# i2s_tdm_tx_flat

==> i2s_tdm_tx_flat/logic_types.png <==
(3 px per µm)
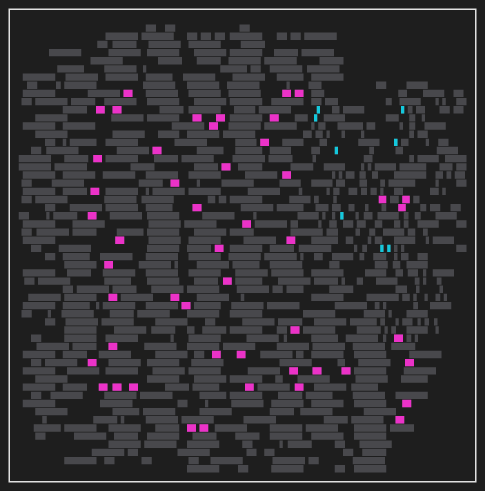

## config.mk

```make
export PLATFORM = sky130hd
export DESIGN_NAME = i2s_tdm_tx_flat
export DESIGN_NICKNAME = d
export VERILOG_FILES = /design/src/rtl/i2s_tdm_tx_pkg.sv /design/src/rtl/i2s_tdm_tx_if.sv /design/src/rtl/i2s_tdm_tx_sync_fifo.sv /design/src/rtl/i2s_tdm_tx.sv /design/src/flat_wrapper.sv
export SDC_FILE = /design/constraint.sdc
export NUM_CORES = 1
export LEC_CHECK = 0
export CAP_MARGIN = 20
export CELL_PAD_IN_SITES_DETAIL_PLACEMENT = 1
export CELL_PAD_IN_SITES_GLOBAL_PLACEMENT = 2
export CORE_AREA = 2 2 153 155
export CTS_CLUSTER_SIZE = 16
export DETAILED_ROUTE_END_ITERATION = 10
export DIE_AREA = 0 0 155 157
export PLACE_DENSITY_LB_ADDON = 0.2
export SLEW_MARGIN = 30
export SYNTH_ARGS = -nofsm -noshare
export SYNTH_HDL_FRONTEND = slang
export SYNTH_SLANG_ARGS = --single-unit
export TNS_END_PERCENT = 10
```

## constraint.sdc

```tcl
create_clock -name i_clk -period 3.4 [get_ports i_clk]
set_input_delay 0.51 -clock i_clk [delete_from_list [all_inputs] [get_ports i_clk]]
set_output_delay 0.51 -clock i_clk [all_outputs]
set_load 0.01 [all_outputs]
```

## src/rtl/i2s_tdm_tx_pkg.sv

```systemverilog
// ---------------------------------------------------------------------------
// i2s_pkg: shared types for the serial audio transmitter.
//   i2s_mode_e    : serial format selector (Philips I2S, left-justified, TDM)
//   tx_state_e    : transmitter control state (IDLE, RUN)
//   sanitize_mode : folds the reserved encoding onto Philips I2S
// ---------------------------------------------------------------------------
package i2s_pkg;

  typedef enum logic [1:0] {
    I2S_PHILIPS = 2'b00,
    I2S_LJ      = 2'b01,
    I2S_TDM     = 2'b10
  } i2s_mode_e;

  typedef enum logic {
    IDLE = 1'b0,
    RUN  = 1'b1
  } tx_state_e;

  // Reserved encoding 2'b11 behaves as Philips I2S.
  function automatic i2s_mode_e sanitize_mode(input logic [1:0] m);
    case (m)
      2'b01:   return I2S_LJ;
      2'b10:   return I2S_TDM;
      default: return I2S_PHILIPS;
    endcase
  endfunction

endpackage

```

## src/rtl/i2s_tdm_tx_if.sv

```systemverilog
// ---------------------------------------------------------------------------
// i2s_tdm_tx_if: frame handshake between the mixer output stage and the
// transmitter.
//   frame_data  : one whole frame, channel 0 in the LSBs
//   frame_valid : producer has a frame on frame_data
//   frame_ready : transmitter FIFO can accept a frame
// Modports: master (producer), slave (transmitter).
// ---------------------------------------------------------------------------
interface i2s_tdm_tx_if #(
  parameter int DATA_W = 48
);
  logic [DATA_W-1:0] frame_data;
  logic              frame_valid;
  logic              frame_ready;

  modport master (output frame_data, output frame_valid, input  frame_ready);
  modport slave  (input  frame_data, input  frame_valid, output frame_ready);
endinterface

```

## src/rtl/i2s_tdm_tx_sync_fifo.sv

```systemverilog
// ---------------------------------------------------------------------------
// sync_fifo: single-clock FIFO with registered occupancy.
//   i_clk, i_rst_n : clock, synchronous active-low reset (pointers/level only)
//   i_push, i_data : write request and data (ignored while full)
//   i_pop          : read request (ignored while empty)
//   o_data         : head entry (valid while not empty)
//   o_full/o_empty : decoded from the registered level
//   o_level        : number of entries stored
// A push into an empty FIFO becomes visible to the read side one cycle later.
// ---------------------------------------------------------------------------
module sync_fifo #(
  parameter int WIDTH = 8,
  parameter int DEPTH = 4
) (
  input  logic                     i_clk,
  input  logic                     i_rst_n,
  input  logic                     i_push,
  input  logic [WIDTH-1:0]         i_data,
  input  logic                     i_pop,
  output logic [WIDTH-1:0]         o_data,
  output logic                     o_full,
  output logic                     o_empty,
  output logic [$clog2(DEPTH):0]   o_level
);
  localparam int AW = $clog2(DEPTH);

  logic [WIDTH-1:0] mem_q [DEPTH];
  logic [AW-1:0]    wr_q, wr_d;
  logic [AW-1:0]    rd_q, rd_d;
  logic [AW:0]      level_q, level_d;
  logic             do_push, do_pop;

  assign o_full  = (level_q == (AW+1)'(DEPTH));
  assign o_empty = (level_q == '0);
  assign do_push = i_push && !o_full;
  assign do_pop  = i_pop && !o_empty;

  always_comb begin
    wr_d    = wr_q;
    rd_d    = rd_q;
    level_d = level_q;
    if (do_push) wr_d = wr_q + AW'(1);
    if (do_pop)  rd_d = rd_q + AW'(1);
    if (do_push && !do_pop)      level_d = level_q + (AW+1)'(1);
    else if (do_pop && !do_push) level_d = level_q - (AW+1)'(1);
  end

  always_ff @(posedge i_clk) begin
    if (!i_rst_n) begin
      wr_q    <= '0;
      rd_q    <= '0;
      level_q <= '0;
    end else begin
      wr_q    <= wr_d;
      rd_q    <= rd_d;
      level_q <= level_d;
    end
  end

  // Storage carries no reset; resetting the pointers discards the contents.
  always_ff @(posedge i_clk) begin
    if (i_rst_n && do_push) mem_q[wr_q] <= i_data;
  end

  assign o_data  = mem_q[rd_q];
  assign o_level = level_q;

endmodule

```

## src/rtl/i2s_tdm_tx.sv

```systemverilog
// ---------------------------------------------------------------------------
// i2s_tdm_tx: multi-channel serial audio transmitter (Philips I2S,
// left-justified, TDM/DSP-A) with BCLK/LRCLK generated from i_clk.
//   i_clk, i_rst_n  : system clock, synchronous active-low reset
//   i_enable        : run request; a disable completes the current frame
//   i_mode          : serial format, latched at every frame start
//   frame_if        : frame handshake (slave side), frames buffered in a FIFO
//   o_fifo_level    : frames stored in the FIFO
//   o_underrun      : one-cycle pulse when a frame starts with the FIFO empty
//   o_bclk, o_lrclk, o_sda : serial pins (o_lrclk is WS or FS)
// ---------------------------------------------------------------------------
module i2s_tdm_tx
  import i2s_pkg::*;
#(
  parameter int SAMPLE_W   = 24,
  parameter int SLOT_W     = 32,
  parameter int CHANNELS   = 2,
  parameter int BCLK_DIV   = 4,
  parameter int FIFO_DEPTH = 4
) (
  input  logic                          i_clk,
  input  logic                          i_rst_n,
  input  logic                          i_enable,
  input  i2s_mode_e                     i_mode,
  i2s_tdm_tx_if.slave                   frame_if,
  output logic [$clog2(FIFO_DEPTH):0]   o_fifo_level,
  output logic                          o_underrun,
  output logic                          o_bclk,
  output logic                          o_lrclk,
  output logic                          o_sda
);
  localparam int FRAME_W = CHANNELS * SAMPLE_W;
  localparam int N       = CHANNELS * SLOT_W;
  localparam int POS_W   = $clog2(N);
  localparam int DIV_W   = (BCLK_DIV > 1) ? $clog2(BCLK_DIV) : 1;
  localparam logic [POS_W-1:0] POS_LAST = POS_W'(N - 1);
  localparam logic [POS_W-1:0] POS_HALF = POS_W'(N / 2);
  localparam logic [DIV_W-1:0] DIV_LAST = DIV_W'(BCLK_DIV - 1);

  // WS/FS level for frame position p.
  function automatic logic ws_level(input i2s_mode_e m, input logic [POS_W-1:0] p);
    case (m)
      I2S_LJ:  return (p < POS_HALF);
      I2S_TDM: return (p == '0);
      default: return (p >= POS_HALF);
    endcase
  endfunction

  tx_state_e        state_q, state_d;
  logic [DIV_W-1:0] div_q, div_d;
  logic             bclk_q, bclk_d;
  logic [POS_W-1:0] pos_q, pos_d;
  logic [N-1:0]     sr_q, sr_d;
  i2s_mode_e        mode_q, mode_d;
  logic             lrclk_q, lrclk_d;
  logic             sda_q, sda_d;
  logic             underrun_q, underrun_d;

  logic [FRAME_W-1:0] fifo_rdata;
  logic               fifo_full, fifo_empty;
  logic [N-1:0]       stream;
  logic               tick, fall, wrap, start, drive, prev_bit;

  sync_fifo #(
    .WIDTH (FRAME_W),
    .DEPTH (FIFO_DEPTH)
  ) u_fifo (
    .i_clk   (i_clk),
    .i_rst_n (i_rst_n),
    .i_push  (frame_if.frame_valid),
    .i_data  (frame_if.frame_data),
    .i_pop   (start),
    .o_data  (fifo_rdata),
    .o_full  (fifo_full),
    .o_empty (fifo_empty),
    .o_level (o_fifo_level)
  );

  assign frame_if.frame_ready = ~fifo_full;

  // Serial image of the head frame: slot s holds channel s, sample MSB at the
  // top of the slot and zero padding below. An empty FIFO yields silence.
  always_comb begin
    stream = '0;
    if (!fifo_empty) begin
      for (int s = 0; s < CHANNELS; s++) begin
        stream[(CHANNELS-1-s)*SLOT_W + (SLOT_W-SAMPLE_W) +: SAMPLE_W] =
          fifo_rdata[s*SAMPLE_W +: SAMPLE_W];
      end
    end
  end

  // tick: divider terminal count; fall: BCLK 1->0, the frame-position step.
  always_comb begin
    tick  = (state_q == RUN) && (div_q == DIV_LAST);
    fall  = tick && bclk_q;
    wrap  = fall && (pos_q == POS_LAST);
    start = ((state_q == IDLE) && i_enable) || (wrap && i_enable);
  end

  always_comb begin
    state_d = state_q;
    case (state_q)
      IDLE:    if (i_enable) state_d = RUN;
      RUN:     if (wrap && !i_enable) state_d = IDLE;
      default: state_d = IDLE;
    endcase
  end

  always_comb begin
    div_d      = div_q;
    bclk_d     = bclk_q;
    pos_d      = pos_q;
    sr_d       = sr_q;
    mode_d     = mode_q;
    lrclk_d    = lrclk_q;
    sda_d      = sda_q;
    underrun_d = 1'b0;
    drive      = 1'b0;
    // The bit leaving the top of the shift register is the one-BCLK-delayed
    // data for I2S/TDM; after IDLE there is no previous frame, so it is 0.
    prev_bit   = (state_q == RUN) ? sr_q[N-1] : 1'b0;

    if (state_q == RUN) begin
      div_d = tick ? '0 : div_q + DIV_W'(1);
      if (tick) bclk_d = ~bclk_q;
      if (fall) begin
        pos_d = pos_q + POS_W'(1);
        sr_d  = sr_q << 1;
        drive = 1'b1;
      end
    end

    if (start) begin
      div_d      = '0;
      bclk_d     = 1'b0;
      pos_d      = '0;
      sr_d       = stream;
      mode_d     = sanitize_mode(i_mode);
      underrun_d = fifo_empty;
      drive      = 1'b1;
    end

    if (drive) begin
      lrclk_d = ws_level(mode_d, pos_d);
      sda_d   = (mode_d == I2S_LJ) ? sr_d[N-1] : prev_bit;
    end

    if (state_d == IDLE) begin
      div_d   = '0;
      bclk_d  = 1'b0;
      pos_d   = '0;
      lrclk_d = 1'b0;
      sda_d   = 1'b0;
    end
  end

  always_ff @(posedge i_clk) begin
    if (!i_rst_n) begin
      state_q    <= IDLE;
      div_q      <= '0;
      bclk_q     <= 1'b0;
      pos_q      <= '0;
      lrclk_q    <= 1'b0;
      sda_q      <= 1'b0;
      underrun_q <= 1'b0;
    end else begin
      state_q    <= state_d;
      div_q      <= div_d;
      bclk_q     <= bclk_d;
      pos_q      <= pos_d;
      lrclk_q    <= lrclk_d;
      sda_q      <= sda_d;
      underrun_q <= underrun_d;
    end
  end

  // Frame data and mode are always reloaded at frame start before use.
  always_ff @(posedge i_clk) begin
    sr_q   <= sr_d;
    mode_q <= mode_d;
  end

  assign o_bclk     = bclk_q;
  assign o_lrclk    = lrclk_q;
  assign o_sda      = sda_q;
  assign o_underrun = underrun_q;

endmodule
```

## src/flat_wrapper.sv

```systemverilog
// flat-port wrapper written by rule: the top's interface ports become plain ports
module i2s_tdm_tx_flat import i2s_pkg::*;
#(
  parameter int SAMPLE_W   = 24,
  parameter int SLOT_W     = 32,
  parameter int CHANNELS   = 2,
  parameter int BCLK_DIV   = 4,
  parameter int FIFO_DEPTH = 4
)
  (i_clk, i_rst_n, i_enable, i_mode, o_fifo_level, o_underrun, o_bclk, o_lrclk, o_sda, frame_if_frame_data, frame_if_frame_valid, frame_if_frame_ready);
  i2s_tdm_tx_if frame_if_i ();
  input  logic i_clk;
  input  logic i_rst_n;
  input  logic i_enable;
  input  i2s_mode_e i_mode;
  output logic [$clog2(FIFO_DEPTH):0] o_fifo_level;
  output logic o_underrun;
  output logic o_bclk;
  output logic o_lrclk;
  output logic o_sda;
  input wire logic [$bits(frame_if_i.frame_data)-1:0] frame_if_frame_data;
  input wire logic [$bits(frame_if_i.frame_valid)-1:0] frame_if_frame_valid;
  output wire logic [$bits(frame_if_i.frame_ready)-1:0] frame_if_frame_ready;
  assign frame_if_i.frame_data = frame_if_frame_data;
  assign frame_if_i.frame_valid = frame_if_frame_valid;
  assign frame_if_frame_ready = frame_if_i.frame_ready;
  i2s_tdm_tx #(.SAMPLE_W(SAMPLE_W), .SLOT_W(SLOT_W), .CHANNELS(CHANNELS), .BCLK_DIV(BCLK_DIV), .FIFO_DEPTH(FIFO_DEPTH)) u_core (.i_clk(i_clk), .i_rst_n(i_rst_n), .i_enable(i_enable), .i_mode(i_mode), .frame_if(frame_if_i), .o_fifo_level(o_fifo_level), .o_underrun(o_underrun), .o_bclk(o_bclk), .o_lrclk(o_lrclk), .o_sda(o_sda));
endmodule
```

# video_timing_gen_flat

<file path="src/rtl/video_timing_pkg.sv">
// video_timing_pkg
// Shared definitions for the video timing generator:
//   - vtg_state_e    : sequencer states (IDLE / RUN / DRAIN)
//   - vtg_mode_t     : timing preset record (active + blanking segments)
//   - MODE_480X800   : 480x800 portrait panel (default build)
//   - MODE_640X480_60: VESA 640x480@60
//   - POL_*          : sync polarity constants
//   - seg_total      : sums the four segments of one axis
package video_timing_pkg;

    typedef enum logic [1:0] {
        ST_IDLE  = 2'd0,
        ST_RUN   = 2'd1,
        ST_DRAIN = 2'd2
    } vtg_state_e;

    localparam logic POL_ACTIVE_LOW  = 1'b0;
    localparam logic POL_ACTIVE_HIGH = 1'b1;

    typedef struct packed {
        int h_active;
        int h_fp;
        int h_sync;
        int h_bp;
        int v_active;
        int v_fp;
        int v_sync;
        int v_bp;
    } vtg_mode_t;

    localparam vtg_mode_t MODE_480X800    = '{480, 24, 48, 48, 800, 3, 5, 25};
    localparam vtg_mode_t MODE_640X480_60 = '{640, 16, 96, 48, 480, 10, 2, 33};

    function automatic int seg_total(input int act, input int fp, input int sync, input int bp);
        return act + fp + sync + bp;
    endfunction

endpackage

</file>
<file path="src/rtl/video_timing_gen_if.sv">
// video_timing_gen_if
// Bundles the control input and all timing outputs of video_timing_gen.
//   master modport : generator side (drives timing, reads enable)
//   slave  modport : display-pipeline side
// Signals:
//   enable                 run request into the generator
//   running                generator not idle
//   hsync/vsync/active     timing at configured polarity
//   pixel_x/pixel_y        coordinates of the current output position
//   line_start/frame_start one-cycle strobes
//   frame_count            frame counter
//   state_dbg              sequencer state, for observation only
//   req/req_x/req_y        early request stream, present only when
//                          VTG_LOOKAHEAD_EN is defined
// The request stream is valid-only: req marks a pixel that will be shown
// LOOKAHEAD cycles later; there is no ready, the consumer must keep up.
interface video_timing_gen_if
    import video_timing_pkg::*;
#(
    parameter int CW = 11
) ();
    logic          enable;
    logic          running;
    logic          hsync;
    logic          vsync;
    logic          active;
    logic [CW-1:0] pixel_x;
    logic [CW-1:0] pixel_y;
    logic          line_start;
    logic          frame_start;
    logic [15:0]   frame_count;
    vtg_state_e    state_dbg;
`ifdef VTG_LOOKAHEAD_EN
    logic          req;
    logic [CW-1:0] req_x;
    logic [CW-1:0] req_y;

    modport master (
        input  enable,
        output running, hsync, vsync, active, pixel_x, pixel_y,
        output line_start, frame_start, frame_count, state_dbg,
        output req, req_x, req_y
    );
    modport slave (
        output enable,
        input  running, hsync, vsync, active, pixel_x, pixel_y,
        input  line_start, frame_start, frame_count, state_dbg,
        input  req, req_x, req_y
    );
`else
    modport master (
        input  enable,
        output running, hsync, vsync, active, pixel_x, pixel_y,
        output line_start, frame_start, frame_count, state_dbg
    );
    modport slave (
        output enable,
        input  running, hsync, vsync, active, pixel_x, pixel_y,
        input  line_start, frame_start, frame_count, state_dbg
    );
`endif
endinterface

</file>
<file path="src/rtl/video_delay_line.sv">
// video_delay_line
// Fixed-depth shift register with asynchronous clear to a configurable
// value, so a delayed bundle of signals comes out of reset at its idle
// levels rather than all-zero.
// Ports:
//   clk, rst : clock, asynchronous active-high clear
//   din      : WIDTH-bit input
//   dout     : din delayed by DEPTH cycles (DEPTH >= 1)
module video_delay_line #(
    parameter int               WIDTH   = 8,
    parameter int               DEPTH   = 2,
    parameter logic [WIDTH-1:0] CLR_VAL = '0
) (
    input  logic             clk,
    input  logic             rst,
    input  logic [WIDTH-1:0] din,
    output logic [WIDTH-1:0] dout
);
    logic [WIDTH-1:0] stage_q [DEPTH];
    logic [WIDTH-1:0] stage_d [DEPTH];

    always_comb begin
        stage_d[0] = din;
        for (int i = 1; i < DEPTH; i++) begin
            stage_d[i] = stage_q[i-1];
        end
    end

    always_ff @(posedge clk or posedge rst) begin
        if (rst) begin
            for (int i = 0; i < DEPTH; i++) begin
                stage_q[i] <= CLR_VAL;
            end
        end else begin
            for (int i = 0; i < DEPTH; i++) begin
                stage_q[i] <= stage_d[i];
            end
        end
    end

    assign dout = stage_q[DEPTH-1];

endmodule

</file>
<file path="src/rtl/video_timing_gen.sv">
// video_timing_gen
// Parametrised video timing generator. A frame-level sequencer
// (IDLE/RUN/DRAIN) gates free-running h/v position counters; the
// position is decoded into sync/active/strobe/coordinate signals and
// registered. Stopping is only ever done at the last position of a frame.
// Ports:
//   clk_pixel : pixel clock
//   rst       : asynchronous active-high reset
//   vif       : video_timing_gen_if.master (enable in, timing out)
// Optional feature macro: VTG_LOOKAHEAD_EN
//   defined   : decoded position is published on req/req_x/req_y one
//               cycle after the counters, and the main outputs follow
//               through a LOOKAHEAD-deep delay line.
//   undefined : main outputs are one register stage after the counters;
//               LOOKAHEAD has no effect.
module video_timing_gen
    import video_timing_pkg::*;
#(
    parameter int   H_ACTIVE      = MODE_480X800.h_active,
    parameter int   H_FRONT_PORCH = MODE_480X800.h_fp,
    parameter int   H_SYNC        = MODE_480X800.h_sync,
    parameter int   H_BACK_PORCH  = MODE_480X800.h_bp,
    parameter int   V_ACTIVE      = MODE_480X800.v_active,
    parameter int   V_FRONT_PORCH = MODE_480X800.v_fp,
    parameter int   V_SYNC        = MODE_480X800.v_sync,
    parameter int   V_BACK_PORCH  = MODE_480X800.v_bp,
    parameter int   CW            = 11,
    parameter logic HSYNC_POL     = POL_ACTIVE_LOW,
    parameter logic VSYNC_POL     = POL_ACTIVE_LOW,
    parameter int   LOOKAHEAD     = 2
) (
    input  logic               clk_pixel,
    input  logic               rst,
    video_timing_gen_if.master vif
);
    localparam int H_TOTAL = seg_total(H_ACTIVE, H_FRONT_PORCH, H_SYNC, H_BACK_PORCH);
    localparam int V_TOTAL = seg_total(V_ACTIVE, V_FRONT_PORCH, V_SYNC, V_BACK_PORCH);

    localparam logic [CW-1:0] H_LAST   = CW'(H_TOTAL - 1);
    localparam logic [CW-1:0] V_LAST   = CW'(V_TOTAL - 1);
    localparam logic [CW-1:0] H_ACT    = CW'(H_ACTIVE);
    localparam logic [CW-1:0] V_ACT    = CW'(V_ACTIVE);
    localparam logic [CW-1:0] HS_START = CW'(H_ACTIVE + H_FRONT_PORCH);
    localparam logic [CW-1:0] HS_END   = CW'(H_ACTIVE + H_FRONT_PORCH + H_SYNC);
    localparam logic [CW-1:0] VS_START = CW'(V_ACTIVE + V_FRONT_PORCH);
    localparam logic [CW-1:0] VS_END   = CW'(V_ACTIVE + V_FRONT_PORCH + V_SYNC);

    // One decoded output position.
    typedef struct packed {
        logic          hsync;
        logic          vsync;
        logic          active;
        logic          line_start;
        logic          frame_start;
        logic [CW-1:0] x;
        logic [CW-1:0] y;
    } beat_t;

    localparam beat_t IDLE_BEAT = '{
        hsync:       ~HSYNC_POL,
        vsync:       ~VSYNC_POL,
        active:      1'b0,
        line_start:  1'b0,
        frame_start: 1'b0,
        x:           '0,
        y:           '0
    };

    vtg_state_e    state_q, state_d;
    logic [CW-1:0] h_cnt_q, h_cnt_d;
    logic [CW-1:0] v_cnt_q, v_cnt_d;
    beat_t         beat_q, beat_d;
    beat_t         out_beat;
    logic [15:0]   frame_count_q, frame_count_d;
    logic          at_last;

    assign at_last = (h_cnt_q == H_LAST) && (v_cnt_q == V_LAST);

    // Sequencer. A stop request seen on the final position of a frame
    // goes straight to IDLE; entering DRAIN there would emit a whole
    // extra frame before stopping.
    always_comb begin
        state_d = state_q;
        unique case (state_q)
            ST_IDLE: begin
                if (vif.enable) state_d = ST_RUN;
            end
            ST_RUN: begin
                if (!vif.enable) state_d = at_last ? ST_IDLE : ST_DRAIN;
            end
            ST_DRAIN: begin
                if (vif.enable)   state_d = ST_RUN;
                else if (at_last) state_d = ST_IDLE;
            end
            default: state_d = ST_IDLE;
        endcase
    end

    // Position counters: parked at (0,0) while idle so the first
    // position after a start is always the frame origin.
    always_comb begin
        h_cnt_d = h_cnt_q;
        v_cnt_d = v_cnt_q;
        if (state_q == ST_IDLE) begin
            h_cnt_d = '0;
            v_cnt_d = '0;
        end else if (h_cnt_q == H_LAST) begin
            h_cnt_d = '0;
            v_cnt_d = (v_cnt_q == V_LAST) ? '0 : v_cnt_q + CW'(1);
        end else begin
            h_cnt_d = h_cnt_q + CW'(1);
        end
    end

    // Decode of the current position. The counters also read (0,0) in
    // IDLE, so decoding is suppressed there to keep strobes quiet.
    always_comb begin
        beat_d = IDLE_BEAT;
        if (state_q != ST_IDLE) begin
            beat_d.hsync       = (h_cnt_q >= HS_START && h_cnt_q < HS_END) ? HSYNC_POL : ~HSYNC_POL;
            beat_d.vsync       = (v_cnt_q >= VS_START && v_cnt_q < VS_END) ? VSYNC_POL : ~VSYNC_POL;
            beat_d.active      = (h_cnt_q < H_ACT) && (v_cnt_q < V_ACT);
            beat_d.line_start  = (h_cnt_q == '0);
            beat_d.frame_start = (h_cnt_q == '0) && (v_cnt_q == '0);
            beat_d.x           = h_cnt_q;
            beat_d.y           = v_cnt_q;
        end
    end

    // Counts frame_start as it leaves the block, so the count moves the
    // cycle after the strobe is seen downstream.
    always_comb begin
        frame_count_d = frame_count_q;
        if (out_beat.frame_start) frame_count_d = frame_count_q + 16'd1;
    end

    always_ff @(posedge clk_pixel or posedge rst) begin
        if (rst) begin
            state_q       <= ST_IDLE;
            h_cnt_q       <= '0;
            v_cnt_q       <= '0;
            beat_q        <= IDLE_BEAT;
            frame_count_q <= '0;
        end else begin
            state_q       <= state_d;
            h_cnt_q       <= h_cnt_d;
            v_cnt_q       <= v_cnt_d;
            beat_q        <= beat_d;
            frame_count_q <= frame_count_d;
        end
    end

`ifdef VTG_LOOKAHEAD_EN
    logic [$bits(beat_t)-1:0] dly_out;

    video_delay_line #(
        .WIDTH   ($bits(beat_t)),
        .DEPTH   (LOOKAHEAD),
        .CLR_VAL (IDLE_BEAT)
    ) u_delay (
        .clk  (clk_pixel),
        .rst  (rst),
        .din  (beat_q),
        .dout (dly_out)
    );

    assign out_beat  = beat_t'(dly_out);
    assign vif.req   = beat_q.active;
    assign vif.req_x = beat_q.x;
    assign vif.req_y = beat_q.y;
`else
    assign out_beat = beat_q;
`endif

    assign vif.running     = (state_q != ST_IDLE);
    assign vif.state_dbg   = state_q;
    assign vif.hsync       = out_beat.hsync;
    assign vif.vsync       = out_beat.vsync;
    assign vif.active      = out_beat.active;
    assign vif.pixel_x     = out_beat.x;
    assign vif.pixel_y     = out_beat.y;
    assign vif.line_start  = out_beat.line_start;
    assign vif.frame_start = out_beat.frame_start;
    assign vif.frame_count = frame_count_q;

endmodule

</file>
<file path="src/flat_wrapper.sv">
// flat-port wrapper written by rule: the top's interface ports become plain ports
module video_timing_gen_flat import video_timing_pkg::*;
#(
    parameter int   H_ACTIVE      = MODE_480X800.h_active,
    parameter int   H_FRONT_PORCH = MODE_480X800.h_fp,
    parameter int   H_SYNC        = MODE_480X800.h_sync,
    parameter int   H_BACK_PORCH  = MODE_480X800.h_bp,
    parameter int   V_ACTIVE      = MODE_480X800.v_active,
    parameter int   V_FRONT_PORCH = MODE_480X800.v_fp,
    parameter int   V_SYNC        = MODE_480X800.v_sync,
    parameter int   V_BACK_PORCH  = MODE_480X800.v_bp,
    parameter int   CW            = 11,
    parameter logic HSYNC_POL     = POL_ACTIVE_LOW,
    parameter logic VSYNC_POL     = POL_ACTIVE_LOW,
    parameter int   LOOKAHEAD     = 2
)
  (clk_pixel, rst, vif_enable, vif_running, vif_hsync, vif_vsync, vif_active, vif_pixel_x, vif_pixel_y, vif_line_start, vif_frame_start, vif_frame_count, vif_state_dbg);
  video_timing_gen_if #(.CW(CW)) vif_i ();
  input  logic clk_pixel;
  input  logic rst;
  input wire logic [$bits(vif_i.enable)-1:0] vif_enable;
  output wire logic [$bits(vif_i.running)-1:0] vif_running;
  output wire logic [$bits(vif_i.hsync)-1:0] vif_hsync;
  output wire logic [$bits(vif_i.vsync)-1:0] vif_vsync;
  output wire logic [$bits(vif_i.active)-1:0] vif_active;
  output wire logic [$bits(vif_i.pixel_x)-1:0] vif_pixel_x;
  output wire logic [$bits(vif_i.pixel_y)-1:0] vif_pixel_y;
  output wire logic [$bits(vif_i.line_start)-1:0] vif_line_start;
  output wire logic [$bits(vif_i.frame_start)-1:0] vif_frame_start;
  output wire logic [$bits(vif_i.frame_count)-1:0] vif_frame_count;
  output wire logic [$bits(vif_i.state_dbg)-1:0] vif_state_dbg;
  assign vif_i.enable = vif_enable;
  assign vif_running = vif_i.running;
  assign vif_hsync = vif_i.hsync;
  assign vif_vsync = vif_i.vsync;
  assign vif_active = vif_i.active;
  assign vif_pixel_x = vif_i.pixel_x;
  assign vif_pixel_y = vif_i.pixel_y;
  assign vif_line_start = vif_i.line_start;
  assign vif_frame_start = vif_i.frame_start;
  assign vif_frame_count = vif_i.frame_count;
  assign vif_state_dbg = vif_i.state_dbg;
  video_timing_gen #(.H_ACTIVE(H_ACTIVE), .H_FRONT_PORCH(H_FRONT_PORCH), .H_SYNC(H_SYNC), .H_BACK_PORCH(H_BACK_PORCH), .V_ACTIVE(V_ACTIVE), .V_FRONT_PORCH(V_FRONT_PORCH), .V_SYNC(V_SYNC), .V_BACK_PORCH(V_BACK_PORCH), .CW(CW), .HSYNC_POL(HSYNC_POL), .VSYNC_POL(VSYNC_POL), .LOOKAHEAD(LOOKAHEAD)) u_core (.clk_pixel(clk_pixel), .rst(rst), .vif(vif_i));
endmodule
</file>
<file path="config.mk">
export PLATFORM = sky130hd
export DESIGN_NAME = video_timing_gen_flat
export DESIGN_NICKNAME = d
export VERILOG_FILES = /design/src/rtl/video_timing_pkg.sv /design/src/rtl/video_timing_gen_if.sv /design/src/rtl/video_delay_line.sv /design/src/rtl/video_timing_gen.sv /design/src/flat_wrapper.sv
export SDC_FILE = /design/constraint.sdc
export NUM_CORES = 1
export LEC_CHECK = 0
export CAP_MARGIN = 20
export CELL_PAD_IN_SITES_DETAIL_PLACEMENT = 1
export CELL_PAD_IN_SITES_GLOBAL_PLACEMENT = 1
export CORE_UTILIZATION = 37
export DETAILED_ROUTE_END_ITERATION = 8
export PLACE_DENSITY_LB_ADDON = 0.1
export SYNTH_ARGS = -nofsm -noshare
export SYNTH_HDL_FRONTEND = slang
export SYNTH_SLANG_ARGS = --single-unit
</file>
<file path="constraint.sdc">
create_clock -name clk_pixel -period 2.23 [get_ports clk_pixel]
set_clock_uncertainty 0.05 [all_clocks]
set_input_delay 0.446 -clock clk_pixel [delete_from_list [all_inputs] [get_ports clk_pixel]]
set_output_delay 0.446 -clock clk_pixel [all_outputs]
set_load 0.1 [all_outputs]
</file>
# qracc_wrapper

**src/rtl/qracc_wrapper.sv**
```systemverilog
// qracc_wrapper
// Digital controller for a charge-domain compute-in-memory macro.
//   - SRAM side: single-word read/write over a valid/ready handshake.
//     Drives WL/PCH/WRITE/CSEL/WR_DATA/SAEN and captures SA_OUT.
//   - MAC side: while mac_en_i is high, drives the per-row switch matrix
//     from bipolar row inputs (data_p_i/data_n_i), and turns each column's
//     thermometer ADC code into a signed, optionally right-shifted result.
// Ports:
//   clk, nrst                 clock and synchronous active-high reset
//   n_input_bits_cfg          reserved (registered only)
//   n_adc_bits_cfg            effective ADC bits for result scaling
//   binary_cfg                1 = binary, 0 = ternary/bipolar (drives NF)
//   VDR/VSS/VRST_SEL(B)       switch-matrix selects and complements
//   SA_OUT, WL, PCH, WR_DATA, WRITE, CSEL, SAEN   SRAM array interface
//   ADC_OUT                   per-column thermometer codes (column k = slice k)
//   NF, M2A, R2A (+B)         ADC control and complements
//   adc_out_o                 signed per-column results (column k = slice k)
//   mac_en_i, data_p_i, data_n_i   MAC mode request and row inputs
//   rq_*, rd_*, wr_data_i, addr_i  SRAM request interface
module qracc_wrapper #(
  parameter int numRows    = 128,
  parameter int numCols    = 8,
  parameter int numAdcBits = 4,
  parameter int numCfgBits = 8
) (
  input  logic                             clk,
  input  logic                             nrst,
  input  logic [numCfgBits-1:0]            n_input_bits_cfg,
  input  logic [numCfgBits-1:0]            n_adc_bits_cfg,
  input  logic                             binary_cfg,
  output logic [numRows-1:0]               VDR_SEL,
  output logic [numRows-1:0]               VDR_SELB,
  output logic [numRows-1:0]               VSS_SEL,
  output logic [numRows-1:0]               VSS_SELB,
  output logic [numRows-1:0]               VRST_SEL,
  output logic [numRows-1:0]               VRST_SELB,
  input  logic [numCols-1:0]               SA_OUT,
  output logic [numRows-1:0]               WL,
  output logic                             PCH,
  output logic [numCols-1:0]               WR_DATA,
  output logic                             WRITE,
  output logic [numCols-1:0]               CSEL,
  output logic                             SAEN,
  input  logic [numCols*(2**numAdcBits)-1:0] ADC_OUT,
  output logic                             NF,
  output logic                             NFB,
  output logic                             M2A,
  output logic                             M2AB,
  output logic                             R2A,
  output logic                             R2AB,
  output logic [numCols*numAdcBits-1:0]    adc_out_o,
  input  logic                             mac_en_i,
  input  logic [numRows-1:0]               data_p_i,
  input  logic [numRows-1:0]               data_n_i,
  input  logic                             rq_wr_i,
  input  logic                             rq_valid_i,
  output logic                             rq_ready_o,
  output logic                             rd_valid_o,
  output logic [numCols-1:0]               rd_data_o,
  input  logic [numCols-1:0]               wr_data_i,
  input  logic [$clog2(numRows)-1:0]       addr_i
);

  localparam int ADDR_W = $clog2(numRows);
  localparam int THERM  = 2**numAdcBits;
  localparam logic [numRows-1:0]    ROW_ONE      = {{(numRows-1){1'b0}}, 1'b1};
  localparam logic [numAdcBits-1:0] ADC_HALF     = numAdcBits'(2**(numAdcBits-1));
  localparam logic [numCfgBits-1:0] ADC_BITS_CFG = numCfgBits'(numAdcBits);

  typedef enum logic [2:0] {
    IDLE, WR, RD_PCH, RD_WL, RD_SENSE, RD_OUT, MAC_RST, MAC_EVAL
  } state_t;

  state_t                        state_reg;
  logic [ADDR_W-1:0]             addr_reg;
  logic [numCfgBits-1:0]         n_input_bits_unused_reg;
  logic [numRows-1:0]            wl_reg;
  logic [numRows-1:0]            vdr_reg;
  logic [numRows-1:0]            vss_reg;
  logic [numRows-1:0]            vrst_reg;
  logic [numCols-1:0]            wr_data_reg;
  logic [numCols-1:0]            csel_reg;
  logic [numCols-1:0]            rd_data_reg;
  logic [numCols*numAdcBits-1:0] adc_out_reg;
  logic                          write_reg;
  logic                          pch_reg;
  logic                          saen_reg;
  logic                          rd_valid_reg;
  logic                          m2a_reg;
  logic                          r2a_reg;

  // Ready is combinational on mac_en_i so a pending MAC request blocks new
  // SRAM requests in the very cycle it appears.
  assign rq_ready_o = (state_reg == IDLE) && !mac_en_i && !nrst;

  // Row selects for an evaluation cycle: exactly one of VDR/VSS/VRST per row.
  logic [numRows-1:0] vdr_next;
  logic [numRows-1:0] vss_next;
  assign vdr_next = data_p_i & ~data_n_i;
  assign vss_next = data_n_i & ~data_p_i;

  // ---------------------------------------------------------------------
  // ADC decode: popcount of thermometer bits [THERM-1:1], re-centred to a
  // signed value, then arithmetic-shifted down for reduced resolution.
  // ---------------------------------------------------------------------
  logic [numCfgBits-1:0]         adc_shamt;
  logic [numCols*numAdcBits-1:0] adc_dec;
  logic [numCols-1:0]            adc_bit0_unused;

  always_comb begin
    adc_shamt = '0;
    if (n_adc_bits_cfg != '0 && n_adc_bits_cfg < ADC_BITS_CFG)
      adc_shamt = ADC_BITS_CFG - n_adc_bits_cfg;
  end

  generate
    for (genvar gi = 0; gi < numCols; gi++) begin : g_col
      logic [numAdcBits-1:0]        cnt;
      logic signed [numAdcBits-1:0] centred;

      // Sum of THERM-1 single bits always fits in numAdcBits bits.
      always_comb begin
        cnt = '0;
        for (int j = 1; j < THERM; j++)
          cnt = cnt + numAdcBits'(ADC_OUT[gi*THERM + j]);
      end

      assign centred = cnt - ADC_HALF;
      assign adc_dec[gi*numAdcBits +: numAdcBits] = centred >>> adc_shamt;
      // Bit 0 of each thermometer code carries no information.
      assign adc_bit0_unused[gi] = ADC_OUT[gi*THERM];
    end
  endgenerate

  logic unused_ok;
  assign unused_ok = ^{adc_bit0_unused, n_input_bits_unused_reg};

  // ---------------------------------------------------------------------
  // Controller FSM. Outputs are registered alongside the state so each
  // output value is valid during the cycle of the state that owns it.
  // ---------------------------------------------------------------------
  always_ff @(posedge clk) begin
    if (nrst) begin
      state_reg               <= IDLE;
      addr_reg                <= '0;
      n_input_bits_unused_reg <= '0;
      wl_reg                  <= '0;
      vdr_reg                 <= '0;
      vss_reg                 <= '0;
      vrst_reg                <= '1;
      wr_data_reg             <= '0;
      csel_reg                <= '0;
      rd_data_reg             <= '0;
      adc_out_reg             <= '0;
      write_reg               <= 1'b0;
      pch_reg                 <= 1'b0;
      saen_reg                <= 1'b0;
      rd_valid_reg            <= 1'b0;
      m2a_reg                 <= 1'b0;
      r2a_reg                 <= 1'b0;
    end else begin
      n_input_bits_unused_reg <= n_input_bits_cfg;

      // Idle values; each state below overrides what it drives.
      wl_reg       <= '0;
      vdr_reg      <= '0;
      vss_reg      <= '0;
      vrst_reg     <= '1;
      wr_data_reg  <= '0;
      csel_reg     <= '0;
      write_reg    <= 1'b0;
      pch_reg      <= 1'b0;
      saen_reg     <= 1'b0;
      rd_valid_reg <= 1'b0;
      m2a_reg      <= 1'b0;
      r2a_reg      <= 1'b0;

      if (state_reg == MAC_EVAL)
        adc_out_reg <= adc_dec;

      case (state_reg)
        IDLE: begin
          if (mac_en_i) begin
            state_reg <= MAC_RST;
            wl_reg    <= '1;
            r2a_reg   <= 1'b1;
          end else if (rq_valid_i) begin
            addr_reg <= addr_i;
            if (rq_wr_i) begin
              state_reg   <= WR;
              wl_reg      <= ROW_ONE << addr_i;
              write_reg   <= 1'b1;
              csel_reg    <= '1;
              wr_data_reg <= wr_data_i;
            end else begin
              state_reg <= RD_PCH;
              pch_reg   <= 1'b1;
            end
          end
        end
        WR: state_reg <= IDLE;
        RD_PCH: begin
          state_reg <= RD_WL;
          wl_reg    <= ROW_ONE << addr_reg;
        end
        RD_WL: begin
          state_reg <= RD_SENSE;
          wl_reg    <= ROW_ONE << addr_reg;
          saen_reg  <= 1'b1;
        end
        RD_SENSE: begin
          state_reg    <= RD_OUT;
          rd_data_reg  <= SA_OUT;
          rd_valid_reg <= 1'b1;
        end
        RD_OUT: state_reg <= IDLE;
        MAC_RST, MAC_EVAL: begin
          if (mac_en_i) begin
            state_reg <= MAC_EVAL;
            wl_reg    <= '1;
            m2a_reg   <= 1'b1;
            vdr_reg   <= vdr_next;
            vss_reg   <= vss_next;
            vrst_reg  <= ~(vdr_next | vss_next);
          end else begin
            state_reg <= IDLE;
          end
        end
        default: state_reg <= IDLE;
      endcase
    end
  end

  assign WL        = wl_reg;
  assign PCH       = pch_reg;
  assign WR_DATA   = wr_data_reg;
  assign WRITE     = write_reg;
  assign CSEL      = csel_reg;
  assign SAEN      = saen_reg;
  assign VDR_SEL   = vdr_reg;
  assign VDR_SELB  = ~vdr_reg;
  assign VSS_SEL   = vss_reg;
  assign VSS_SELB  = ~vss_reg;
  assign VRST_SEL  = vrst_reg;
  assign VRST_SELB = ~vrst_reg;
  assign NF        = ~binary_cfg;
  assign NFB       = binary_cfg;
  assign M2A       = m2a_reg;
  assign M2AB      = ~m2a_reg;
  assign R2A       = r2a_reg;
  assign R2AB      = ~r2a_reg;
  assign rd_valid_o = rd_valid_reg;
  assign rd_data_o  = rd_data_reg;
  assign adc_out_o  = adc_out_reg;

endmodule

```
**config.mk**
```make
export PLATFORM = sky130hd
export DESIGN_NAME = qracc_wrapper
export DESIGN_NICKNAME = d
export VERILOG_FILES = /design/src/rtl/qracc_wrapper.sv
export SDC_FILE = /design/constraint.sdc
export NUM_CORES = 1
export LEC_CHECK = 0
export CAP_MARGIN = 20
export CORE_AREA = 2 2 545 547
export DETAILED_ROUTE_END_ITERATION = 10
export DIE_AREA = 0 0 547 549
export GPL_TIMING_DRIVEN = 0
export SLEW_MARGIN = 25
export SYNTH_ARGS = -nofsm -noshare
export SYNTH_HDL_FRONTEND = slang
export SYNTH_SLANG_ARGS = --single-unit
```
**constraint.sdc**
```tcl
create_clock -name clk -period 6.3 [get_ports clk]
set_clock_uncertainty 0.05 [all_clocks]
set_input_delay 1.575 -clock clk [delete_from_list [all_inputs] [get_ports clk]]
set_output_delay 1.575 -clock clk [all_outputs]
set_load 0.02 [all_outputs]
```
==> video_timing_gen_flat/layer_met2.png <==
(3 px per µm)
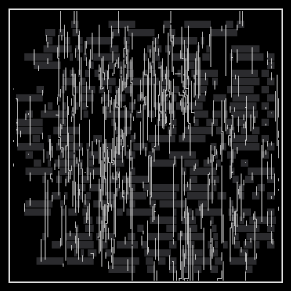
- nets with wire on the layer: 288
- longest straight run: 30.3 µm
- main direction: vertical

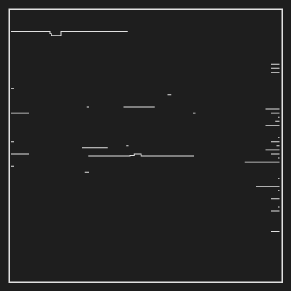
(video_timing_gen_flat/layer_met3.png)
(3 px per µm)
- share of all routed wire: 2.5%
- nets with wire on the layer: 32
- wire length on this layer: 170 µm

==> notes.md, video_timing_gen_flat <==
Entry: Yosys synthesis followed by OpenROAD place and route.

Worst setup path:
- The run gives the largest fanout on the critical path as 15.
- The run puts the slack of the worst reg-to-reg path at 0.33 ns.
- The run gives the count of cells along the worst register-to-register path as 4.

Global routing:
- Per the GRT congestion report, total overflow comes to 0.
- The run puts the number of global-route vias before repair at 2,279.

Run status:
- The run finished with clean final reports.

Cells and area:
- Once layout is complete, the cells apart from fillers number about 430.
- The top cell type in the final layout, fill and taps aside, is dfrtp_1.

Synth:
- The synthesis report names the predominant flop master as dfrtp_1.
- The run puts the cell count listed in synth_stat.txt at between 200 and 300.
- The run puts the cell area after synthesis at about 2900 µm².

Power:
- In the power breakdown, the biggest contributor is sequential cells.

Route:
- The run puts the met3 wirelength from detailed routing at between 150 and 200 µm.
- The run gives the mean number of vias per cell as 5.030.
- The run gives the count of nets left with antenna violations after detail routing as 0.

Timing:
- The run gives the worst setup slack after layout as roughly 0.31 ns.
## video_timing_gen_flat: critical path, stage by stage, from the launching register on
cell and delay (ns):
dfrtp_2 0.37, nor2_1 0.06, inv_1 0.42, buf_12 0.25
## video_timing_gen_flat: flip-flops by register name (all words and copies together), names as in the netlist
signal,count
u_core.h_cnt_q,11
u_core.v_cnt_q,11
u_core.vif.active,1
u_core.vif.frame_count,16
u_core.vif.frame_start,1
u_core.vif.hsync,1
u_core.vif.line_start,1
u_core.vif.pixel_x,11
u_core.vif.pixel_y,11
u_core.vif.state_dbg,2
u_core.vif.vsync,1
## video_timing_gen_flat: through the flow
step	cell area (µm²)	total power, mW	hold WS [ns]
finish	3628	3.199	0.4252
global route	3628	3.335	0.4510
CTS	3628	3.235	0.4272
detailed placement	3467	2.389	0.4124
global placement	3467	2.375	0.4075
floorplan	2903	2.158	0.3946
## video_timing_gen_flat: final cells by class
class                           instances  area (µm²)  share of cell area [%]
Multi-Input combinational cell        177        1130                   31.14
Tap cell                               99       123.9                   3.414
Clock buffer                           10       127.6                   3.517
Timing Repair Buffer                   60       480.5                   13.24
Sequential cell                        67        1684                   46.41
Clock inverter                          6       33.78                  0.9310
Inverter                               13       48.80                   1.345
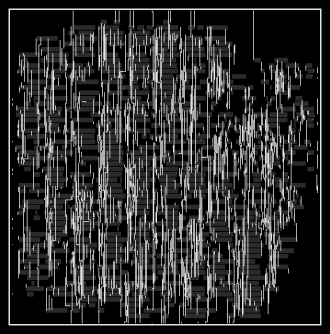
(i2s_tdm_tx_flat/layer_met2.png)
(2 px per µm)
- share of all routed wire: 50%
- longest straight run: 52.4 µm
- wire length on this layer: 9,810 µm
- main direction: vertical
- nets with wire on the layer: 629

About i2s_tdm_tx_flat/logic_types.png:
- cyan: inv cells (cells 8)
- magenta: non-inverting ao/oa cells (cells 49)

==> notes.md, i2s_tdm_tx_flat <==
Entry: Yosys synthesis followed by OpenROAD place and route.

Floorplan:
- The run gives the width of the die as roughly 160 µm.

Timing:
- Clock skew on the completed layout was measured at 0.02201 ns.
- The run gives the worst setup slack after layout as 0.5552 ns.

Power:
- The flow reports power dissipated in sequential cells as between 4 and 5 mW.
- Clock network power for this build is 2.86 mW.
- Looking at the VDD voltage map, the peak drop is 0.3807 mV.

Synth:
- The run puts the register bit total from synthesis at between 200 and 300.
- The warning tally printed by Yosys for this design is 0.
- The run puts the adder and majority gate portion of the synthesized area at 1.285%.

Global routing:
- The run gives the number of global-route vias before repair as around 5,800.

Placement:
- The run gives the final RePlAce weighted congestion as 0.7548.
- The run puts the post-place setup slack at 0.3568 ns.

Worst setup path:
- The run gives the critical path capture point type as a flop.
- The run puts the critical path data required time at 3.86 ns.
- Grouping stages by cell kind, the critical path spends the most delay in simple AND/OR/NAND/NOR gates.

Run status:
- The flow ran to the end, and the final reports show no timing, DRC or antenna violations.

Route:
- The run puts the via total after detailed routing at 5,112.

Clock network:
- CTS built an H-tree with a depth of 1.

Cells and area:
- For this run, the script counts the antenna cells in the layout as 1.
-- i2s_tdm_tx_flat: cells in the mapped netlist, types with 3 or more instances --
| library cell | n |
|---|---|
| dfxtp_1 | 33 |
| nor3_1 | 3 |
| xnor2_1 | 5 |
| ha_1 | 9 |
| o21ai_0 | 4 |
| buf_2 | 14 |
| xor2_1 | 6 |
| mux4_2 | 48 |
| nand3b_1 | 3 |
| edfxtp_1 | 239 |
| nand2_1 | 29 |
| mux2i_1 | 4 |
| nand4_1 | 3 |
| and2_1 | 3 |
| a22o_1 | 46 |
| and3_1 | 6 |
| clkbuf_1 | 7 |
| inv_1 | 6 |
| nor2_1 | 18 |
| a21oi_1 | 13 |
-- i2s_tdm_tx_flat: layer usage --
metal | up-vias | part of all wire (%) | global-route usage, %
met4 | 0 | 2.3 | 4.718
li1 | 2313 | - | -
met1 | 2661 | 44 | 22.61
met3 | 35 | 3.5 | 2.671
met2 | 103 | 50 | 29.61
met5 | - | 0 | 0
-- i2s_tdm_tx_flat: cell families after synthesis --
family / count (synthesis)
DFF: 272
and+or+nand+nor: 82
AOI/OAI and AO/OA: 71
muxes: 53
buffers and inverters: 33
xor gates and xnor gates: 11
adders and majority gates: 10
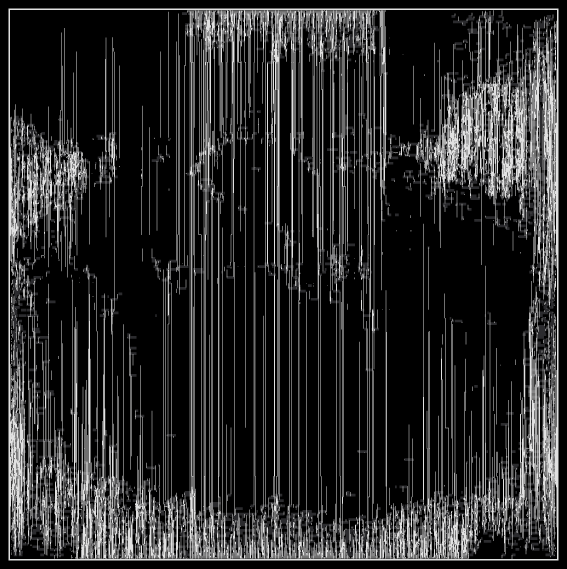
(qracc_wrapper/layer_met2.png)
(1 px per µm)
- main direction: vertical
- longest straight run: 507 µm
- wire length on this layer: 108 mm

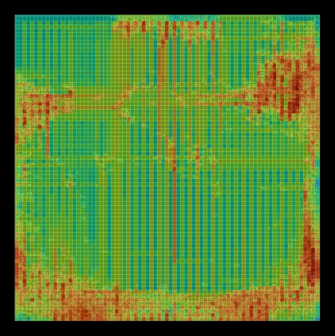
(qracc_wrapper/congestion.png)
global routing usage on met2: 24.87%
final core area utilization: 16.42%

==> notes.md, qracc_wrapper <==
Entry: Yosys synthesis followed by OpenROAD place and route.

Route:
- The run gives the length of routed met2 wiring as 107,900 µm.
- The run puts the met1 layer wirelength in the final routing at 88,520 µm.
- Per the post-route antenna check, the number of violating nets is 0.
- The highest metal layer carrying signal wires in the routed design is met5.
- The run gives the average wire per cell in the routed design as approximately 27 µm.

Synth:
- The run gives the average cell area after synthesis as 9.237 µm².
- In the post-synthesis netlist, the biggest area contributors are dfxtp_1 (43%), ha_1 (13%), inv_1 (11%).
- The synthesis run identifies the leading combinational cell family as adder cells.
- Per the synthesis report, the adder-cell share of the synthesized area is 18.77%.
- The run gives the instance tally after logic synthesis as 2,894.

Clock network:
- Clock tree synthesis found a total of roughly 580 sinks.
- Clock tree synthesis selected as its root buffer the cell clkbuf_16.
- The report lists the number of cells resized after CTS as 0.

Timing:
- The run gives the final hold slack as 0.4078 ns.
- The highest clock rate this design can be run at is ~170 MHz.

Run status:
- The flow ran to the end, and the final reports show no timing, DRC or antenna violations.

Placement:
- The run gives the placed cell count as between 8,000 and 9,000.
- At the end of routability-driven placement, the weighted congestion stood at around 0.97.

Worst setup path:
- The run gives the endpoint of the worst register-to-register path as VSS_SEL[39].
- The run gives the largest fanout on the critical path as 2.
- Looking at the reg2reg group, the worst path starts from state_reg[1].
- The run gives the sort of element at the start of the critical path as an input port.

Cells and area:
- 1,353 cells are multi-input combinational gates.
- The run puts the fraction of layout cells with a size suffix above 1 at 5.524%.
- The run gives the number of antenna repair diodes as 19.
- The run gives the clock network area share as 5.771%.
- The biggest slice of the area belongs to non-clock buffers.
- The run gives the sequential cell area in the final layout as approximately 12,000 µm².

Global routing:
- The run puts the met1 layer usage reported by global route at 16.99%.

Floorplan:
- The run gives the area of the die as 300,300 µm².
qracc_wrapper: through the flow:
step	TNS, ns	setup WS [ns]
floorplan	0	1.307
global placement	-9.041	-0.4893
detailed placement	-2.157	-0.4995
CTS	0	0.3709
global route	0	0.2958
finish	0	0.5276
qracc_wrapper: cell usage in the layout, fill, tap and decap left out, types with 9 or more instances in the layout:
cell type        instances
and2_1                 269
ha_1                   273
nor2_1                 146
clkbuf_16               82
o21ai_0                 11
buf_2                   26
nand2_1                 59
mux2i_1                 15
a221oi_1                86
inv_1                  810
a211oi_1                21
clkbuf_1               102
dfxtp_1                576
a21oi_1                 97
nand3_1                 19
clkinvlp_4              10
fa_1                    80
diode_2                 19
clkbuf_2                16
buf_4                   10
or3_1                  130
bufinv_16               12
nand4_1                  9
a32oi_1                 18
clkinv_2                10
clkdlybuf4s50_1       1373
nor4_4                  11
qracc_wrapper: report_power, final:
group          total (mW)  switching [mW]  internal (mW)
clock network        4.99            2.02           2.97
registers            3.88          0.0821           3.80
logic                3.31            2.08           1.23
qracc_wrapper: worst max-delay path, delay by kind of cell:
kind	cells	cell delay [ns]
buffers and inverters	3	0.58
adders and majority gates	5	2.88
AOI/OAI and AO/OA	4	1.34

Power is estimated from default activity; no workload was simulated.
